=== design 1 ===
**config.mk**
```make
export PLATFORM = sky130hd
export DESIGN_NAME = id_ex_pipe_reg
export DESIGN_NICKNAME = d
export VERILOG_FILES = /design/src/rtl/id_ex_pipe_reg.sv
export SDC_FILE = /design/constraint.sdc
export NUM_CORES = 1
export LEC_CHECK = 0
export ABC_AREA = 1
export CAP_MARGIN = 10
export CELL_PAD_IN_SITES_DETAIL_PLACEMENT = 0
export CELL_PAD_IN_SITES_GLOBAL_PLACEMENT = 1
export CORE_ASPECT_RATIO = 0.8
export CORE_UTILIZATION = 31
export CTS_CLUSTER_SIZE = 30
export DETAILED_ROUTE_END_ITERATION = 10
export PLACE_DENSITY = 0.91
export SYNTH_ARGS = -nofsm -noshare
export SYNTH_HDL_FRONTEND = slang
export SYNTH_SLANG_ARGS = --single-unit
```
**constraint.sdc**
```tcl
create_clock -name clk -period 1.9 [get_ports clk]
set_input_delay 0.38 -clock clk [delete_from_list [all_inputs] [get_ports clk]]
set_output_delay 0.38 -clock clk [all_outputs]
set_load 0.005 [all_outputs]
```
**src/rtl/id_ex_pipe_reg.sv**
```systemverilog
// Decode->Execute pipeline register for the 5-stage MIPS core.
// Flush inserts a bubble, stall holds; saturating bubble/stall counters aid perf debug.
module id_ex_pipe_reg #(
    parameter int DATA_W = 32,
    parameter int REG_W  = 5,
    parameter int ALUC_W = 3,
    parameter int CNT_W  = 16
) (
    input  logic              clk,
    input  logic              rst_n,
    input  logic              FlushE,
    input  logic              StallE,
    input  logic              ValidD,
    input  logic              RegWriteD,
    input  logic              MemToRegD,
    input  logic              MemWriteD,
    input  logic              ALUSrcD,
    input  logic              RegDstD,
    input  logic [ALUC_W-1:0] ALUControlD,
    input  logic [DATA_W-1:0] RD1D,
    input  logic [DATA_W-1:0] RD2D,
    input  logic [DATA_W-1:0] SignImmD,
    input  logic [DATA_W-1:0] PCPlus4D,
    input  logic [REG_W-1:0]  RsD,
    input  logic [REG_W-1:0]  RtD,
    input  logic [REG_W-1:0]  RdD,
    input  logic              CntClr,
    output logic              ValidE,
    output logic              RegWriteE,
    output logic              MemToRegE,
    output logic              MemWriteE,
    output logic              ALUSrcE,
    output logic              RegDstE,
    output logic [ALUC_W-1:0] ALUControlE,
    output logic [DATA_W-1:0] RD1E,
    output logic [DATA_W-1:0] RD2E,
    output logic [DATA_W-1:0] SignImmE,
    output logic [DATA_W-1:0] PCPlus4E,
    output logic [REG_W-1:0]  RsE,
    output logic [REG_W-1:0]  RtE,
    output logic [REG_W-1:0]  RdE,
    output logic [REG_W-1:0]  WriteRegE,
    output logic [CNT_W-1:0]  BubbleCnt,
    output logic [CNT_W-1:0]  StallCnt
);

    typedef struct packed {
        logic              valid;
        logic              regWrite;
        logic              memToReg;
        logic              memWrite;
        logic              aluSrc;
        logic              regDst;
        logic [ALUC_W-1:0] aluControl;
        logic [DATA_W-1:0] rd1;
        logic [DATA_W-1:0] rd2;
        logic [DATA_W-1:0] signImm;
        logic [DATA_W-1:0] pcPlus4;
        logic [REG_W-1:0]  rs;
        logic [REG_W-1:0]  rt;
        logic [REG_W-1:0]  rd;
    } idExT;

    idExT stageD;
    idExT stageE;

    // An invalid D slot still carries its fields, but must not write the RF or memory.
    always_comb begin
        stageD            = '0;
        stageD.valid      = ValidD;
        stageD.regWrite   = RegWriteD & ValidD;
        stageD.memToReg   = MemToRegD & ValidD;
        stageD.memWrite   = MemWriteD & ValidD;
        stageD.aluSrc     = ALUSrcD;
        stageD.regDst     = RegDstD;
        stageD.aluControl = ALUControlD;
        stageD.rd1        = RD1D;
        stageD.rd2        = RD2D;
        stageD.signImm    = SignImmD;
        stageD.pcPlus4    = PCPlus4D;
        stageD.rs         = RsD;
        stageD.rt         = RtD;
        stageD.rd         = RdD;
    end

    // Zeroed specifiers on flush keep the hazard unit from seeing a forwarding match.
    always_ff @(posedge clk or negedge rst_n) begin
        if (!rst_n)
            stageE <= '0;
        else if (FlushE)
            stageE <= '0;
        else if (!StallE)
            stageE <= stageD;
    end

    always_ff @(posedge clk or negedge rst_n) begin
        if (!rst_n)
            BubbleCnt <= '0;
        else if (CntClr)
            BubbleCnt <= '0;
        else if (FlushE && BubbleCnt != '1)
            BubbleCnt <= BubbleCnt + 1'b1;
    end

    always_ff @(posedge clk or negedge rst_n) begin
        if (!rst_n)
            StallCnt <= '0;
        else if (CntClr)
            StallCnt <= '0;
        else if (StallE && !FlushE && StallCnt != '1)
            StallCnt <= StallCnt + 1'b1;
    end

    assign ValidE      = stageE.valid;
    assign RegWriteE   = stageE.regWrite;
    assign MemToRegE   = stageE.memToReg;
    assign MemWriteE   = stageE.memWrite;
    assign ALUSrcE     = stageE.aluSrc;
    assign RegDstE     = stageE.regDst;
    assign ALUControlE = stageE.aluControl;
    assign RD1E        = stageE.rd1;
    assign RD2E        = stageE.rd2;
    assign SignImmE    = stageE.signImm;
    assign PCPlus4E    = stageE.pcPlus4;
    assign RsE         = stageE.rs;
    assign RtE         = stageE.rt;
    assign RdE         = stageE.rd;
    assign WriteRegE   = stageE.regDst ? stageE.rd : stageE.rt;

endmodule

```
=== design 2 ===
--- config.mk ---
export PLATFORM = sky130hd
export DESIGN_NAME = dff_bank_arbiter
export DESIGN_NICKNAME = d
export VERILOG_FILES = /design/src/rtl/dff_bank_arbiter_pkg.sv /design/src/rtl/dff_bank_arbiter_rr_pick.sv /design/src/rtl/dff_bank_arbiter.sv
export SDC_FILE = /design/constraint.sdc
export NUM_CORES = 1
export LEC_CHECK = 0
export ABC_AREA = 1
export CAP_MARGIN = 20
export CORE_MARGIN = 2
export CORE_UTILIZATION = 49
export CTS_BUF_LIST = sky130_fd_sc_hd__clkbuf_8
export DETAILED_ROUTE_END_ITERATION = 8
export PLACE_DENSITY = 0.94
export SLEW_MARGIN = 30
export SYNTH_ARGS = -nofsm -noshare
export SYNTH_HDL_FRONTEND = slang
export SYNTH_SLANG_ARGS = --single-unit
--- constraint.sdc ---
create_clock -name clk -period 3.5 [get_ports clk]
set_input_delay 0.7 -clock clk [delete_from_list [all_inputs] [get_ports clk]]
set_output_delay 0.7 -clock clk [all_outputs]
set_load 0.01 [all_outputs]
--- src/rtl/dff_bank_arbiter_pkg.sv ---
// Shared definitions for the shared-register write arbiter: FSM encoding,
// requester count, pointer width and a one-hot decode helper.
package dff_bank_arbiter_pkg;

    localparam int unsigned ARB_NREQ = 4;
    localparam int unsigned PTR_W    = 2;

    typedef enum logic [1:0] {
        IDLE  = 2'd0,
        GRANT = 2'd1,
        ACK   = 2'd2
    } state_t;

    function automatic logic [ARB_NREQ-1:0] onehot(input logic [PTR_W-1:0] idx);
        onehot      = '0;
        onehot[idx] = 1'b1;
    endfunction

endpackage

--- src/rtl/dff_bank_arbiter_rr_pick.sv ---
// Combinational round-robin picker: first asserted request at or above ptr,
// wrapping from the top requester back to requester 0.
module rr_pick
    import dff_bank_arbiter_pkg::*;
(
    input  logic [ARB_NREQ-1:0] req,
    input  logic [PTR_W-1:0]    ptr,
    output logic [PTR_W-1:0]    sel,
    output logic                valid
);

    always_comb begin
        sel   = ptr;
        valid = 1'b0;
        // 2-bit index arithmetic gives the 3->0 wrap for free
        for (int unsigned i = 0; i < ARB_NREQ; i++) begin
            if (!valid && req[ptr + PTR_W'(i)]) begin
                sel   = ptr + PTR_W'(i);
                valid = 1'b1;
            end
        end
    end

endmodule

--- src/rtl/dff_bank_arbiter.sv ---
// Round-robin arbiter granting four requesters write access to one shared
// register. Optional macro DFF_ARB_LOCK_EN adds per-requester burst lock.
module dff_bank_arbiter
    import dff_bank_arbiter_pkg::*;
#(
    parameter int unsigned WIDTH = 8,
    parameter int unsigned NREQ  = 4
) (
    input  logic                  clk,
    input  logic                  reset,
    input  logic [NREQ-1:0]       req,
    input  logic [NREQ*WIDTH-1:0] wdata,
`ifdef DFF_ARB_LOCK_EN
    input  logic [NREQ-1:0]       lock,
`endif
    output logic [NREQ-1:0]       gnt,
    output logic [NREQ-1:0]       ack,
    output logic [WIDTH-1:0]      q,
    output logic                  busy
);

    state_t            state, state_nxt;
    logic [PTR_W-1:0]  ptr, ptr_nxt;
    logic [PTR_W-1:0]  sel, sel_nxt;
    logic [PTR_W-1:0]  pick_sel;
    logic              pick_valid;
    logic [NREQ-1:0]   gnt_nxt, ack_nxt;
    logic              q_load;

    rr_pick u_pick (
        .req   (req),
        .ptr   (ptr),
        .sel   (pick_sel),
        .valid (pick_valid)
    );

    always_ff @(posedge clk or negedge reset) begin
        if (!reset) begin
            state <= IDLE;
            ptr   <= '0;
            sel   <= '0;
            gnt   <= '0;
            ack   <= '0;
        end else begin
            state <= state_nxt;
            ptr   <= ptr_nxt;
            sel   <= sel_nxt;
            gnt   <= gnt_nxt;
            ack   <= ack_nxt;
        end
    end

    always_ff @(posedge clk or negedge reset) begin
        if (!reset) begin
            q <= '0;
        end else if (q_load) begin
            q <= wdata[sel*WIDTH +: WIDTH];
        end
    end

    always_comb begin
        state_nxt = state;
        sel_nxt   = sel;
        ptr_nxt   = ptr;
        q_load    = 1'b0;
        case (state)
            IDLE: begin
                if (pick_valid) begin
                    state_nxt = GRANT;
                    sel_nxt   = pick_sel;
                end
            end
            GRANT: begin
                if (req[sel]) begin
                    q_load    = 1'b1;
                    state_nxt = ACK;
                end else begin
                    state_nxt = IDLE;
                    ptr_nxt   = sel + 2'd1;
                end
            end
            ACK: begin
`ifdef DFF_ARB_LOCK_EN
                // locked burst: re-grant same requester, pointer held
                if (lock[sel] && req[sel]) begin
                    state_nxt = GRANT;
                end else begin
                    state_nxt = IDLE;
                    ptr_nxt   = sel + 2'd1;
                end
`else
                state_nxt = IDLE;
                ptr_nxt   = sel + 2'd1;
`endif
            end
            default: state_nxt = IDLE;
        endcase
    end

    always_comb begin
        gnt_nxt = '0;
        ack_nxt = '0;
        busy    = (state != IDLE);
        if (state_nxt == GRANT) gnt_nxt = onehot(sel_nxt);
        if (state_nxt == ACK)   ack_nxt = onehot(sel_nxt);
    end

endmodule


==> notes/layouts.md <==
Pictures saved along the way, in no particular order.

Routing congestion.
Plate I
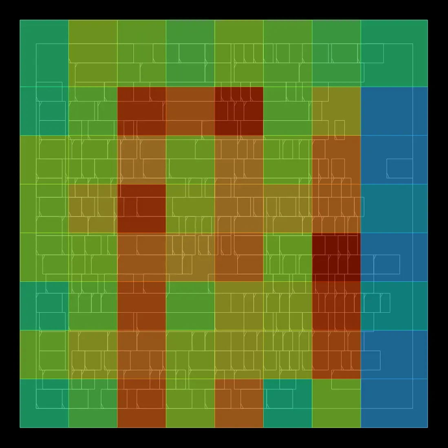
Plate II
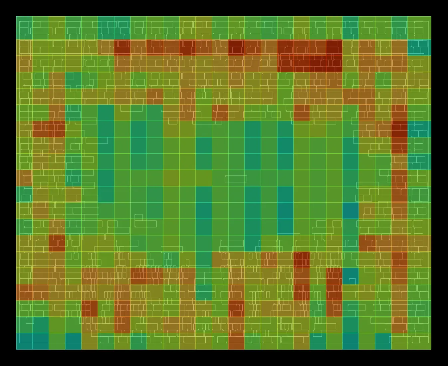
- highest utilization: Plate I
- highest track usage: Plate I
Plate I -> design 2
Plate II -> design 1

design_1/met4.png
Drawn at 2 px/um. Supply wires on this layer in gray.
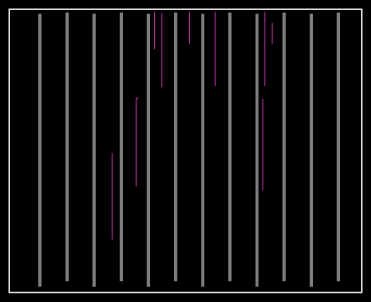
longest straight run: 45.6 um
wire length on this layer: 288 um
nets with wire on the layer: 8
main direction: vertical

design_1/clock_map.png
Drawn at 2 px/um.
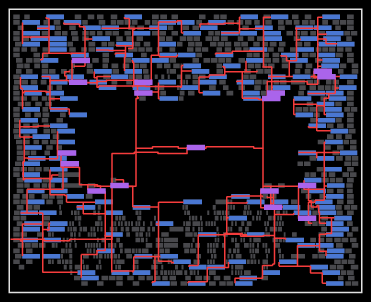
[flip-flops] blue | count: 184
[clock wires] red | length: 2430 um
[cells driving clock nets] purple | count: 17
flops lie: spread over the die
routed clock nets: 18

==> flow_metrics.py, design 1 <==
# Synthesis and PnR figures
metrics = {
    "status": {
        "status": "completed",
    },
    "pwr": {
        "maxPowerGroup": "sequential cells",
        "p_seq_frac": 0.462,
    },
    "clock_network": {
        "clock_sinks": 184,
        "cts_setup_buffers": 3,
        "cts_buffer_depth": 2,
        "worstSkewPairLatency_ns": 0.42,
    },
    "finish": {
        "fin_nets": 1181,
        "antenna_cells": 0,
        "inv_count": 38,
        "regArea_um2": 4610,
    },
    "yosys": {
        "synth_top_area_share": 0.617,
    },
    "drt": {
        "met3_length_um": 1980,
    },
    "sta": {
        "skew_ns": 0.00564,
        "worst_slack_ns": 0.0697,
        "fin_crit_sh": 0.963,
    },
    "worst_setup_path": {
        "crit_end": "StallCnt[2]",
        "cp_num_buf_inv": 1,
        "cp.depth": 1,
        "cp_max_fo": 7,
    },
    "placed_design": {
        "numPlacedInstances": 1311,
        "dpl_worst_slack_ns": 0.0760,
        "io_buffers": 345,
    },
}
design_2/clock_map.png
Drawn at 6 px/um.
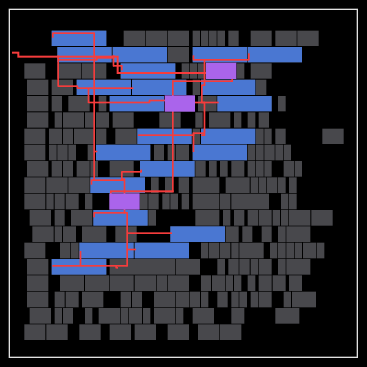
[cells driving clock nets] purple | count: 3
[clock wires] red | length: 267 um
[flip-flops] blue | count: 22
routed clock nets: 4
clock latency on the worst-skew pair: 0.26 ns
skew final: 0.000715 ns
clk pwr: 0.237 mW
Clock power frac: 0.126

design_2/met3.png
Drawn at 8 px/um. Cells faint in the background.
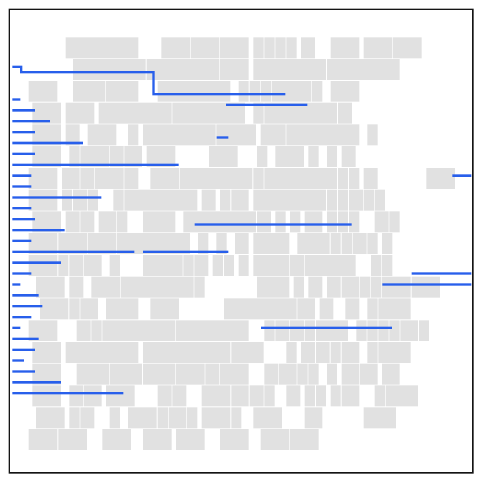
longest straight run: 20.5 um
nets with wire on the layer: 34
main direction: horizontal
wire length on this layer: 245 um

==> flow_metrics.py, design 2 <==
# Synthesis and PnR figures
metrics = {
    "clock_network": {
        "clockRootBuffer": "clkbuf_8",
        "ctsHtreeMaxLevel": 1,
        "hold_buffers": 0,
        "cts_made_buffers": 3,
    },
    "global_routing": {
        "grt_antenna_before_repair": 0,
        "met2_usage": 0.380,
        "grtUsageMet3": 0.0737,
    },
    "yosys": {
        "yosys_warnings": 0,
        "ys_cells": 183,
        "netlist_instances": 183,
        "simple_gate_share": 0.343,
        "mux_area_frac": 0.0636,
        "synth_flops": 22,
        "area_leaders": "dfrtp_1 39%, nand2_1 10%, nor2_1 7.2%",
    },
    "sta": {
        "hold-worst-slack_ns": 0.379,
        "setup_viol": 0,
        "setup_tns_ns": 0,
        "rsz0062_at_grt": "false",
        "fmax_mhz": 439,
    },
    "worst_setup_path": {
        "critPathLaunch": "state[1]",
        "slowest_stage": "clkdlybuf4s50_1",
        "cp_num_buf_inv": 3,
        "path_delay_family": "buffers and inverters",
    },
    "finish": {
        "antenna_cells": 0,
        "nNonClkBuffers": 54,
        "lay_top_count": "clkdlybuf4s50_1",
        "top_register": "q",
        "comb_cells": 140,
    },
    "die": {
        "fp-utilization": 0.514,
        "rows": 19,
        "die_area_um2": 3340,
    },
    "drt": {
        "top_layer": "met4",
        "vias": 1382,
        "drc": 0,
        "post_drt_wl_per_cell_um": 12.6,
        "drt-total-wl_um": 3340,
    },
    "status": {
        "status": "completed",
    },
    "pwr": {
        "comb_power_mw": 1.18,
        "power_frac_comb": 0.623,
    },
    "flow_run": {
        "cap_violations": 0,
    },
    "placed_design": {
        "placement.cell_area_um2": 1960,
    },
}


==> gallery <==
Port wiring.
shot_01.png
Drawn at 4 px/um.
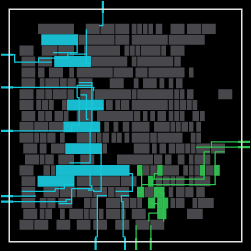
shot_02.png
Drawn at 1.5 px/um.
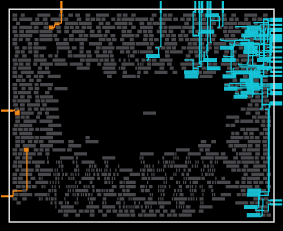
| picture | from |
|---|---|
| shot_01.png | design 2 |
| shot_02.png | design 1 |

Key to shot_01.png:
[`req`] green | bits: 4 | direction: input | end cells: 12 | buffers: 4 | wire: 106 um
[`q`] cyan | bits: 8 | direction: output | end cells: 8 | buffers: 8 | wire: 248 um

Power and IR drop assume default switching activity.
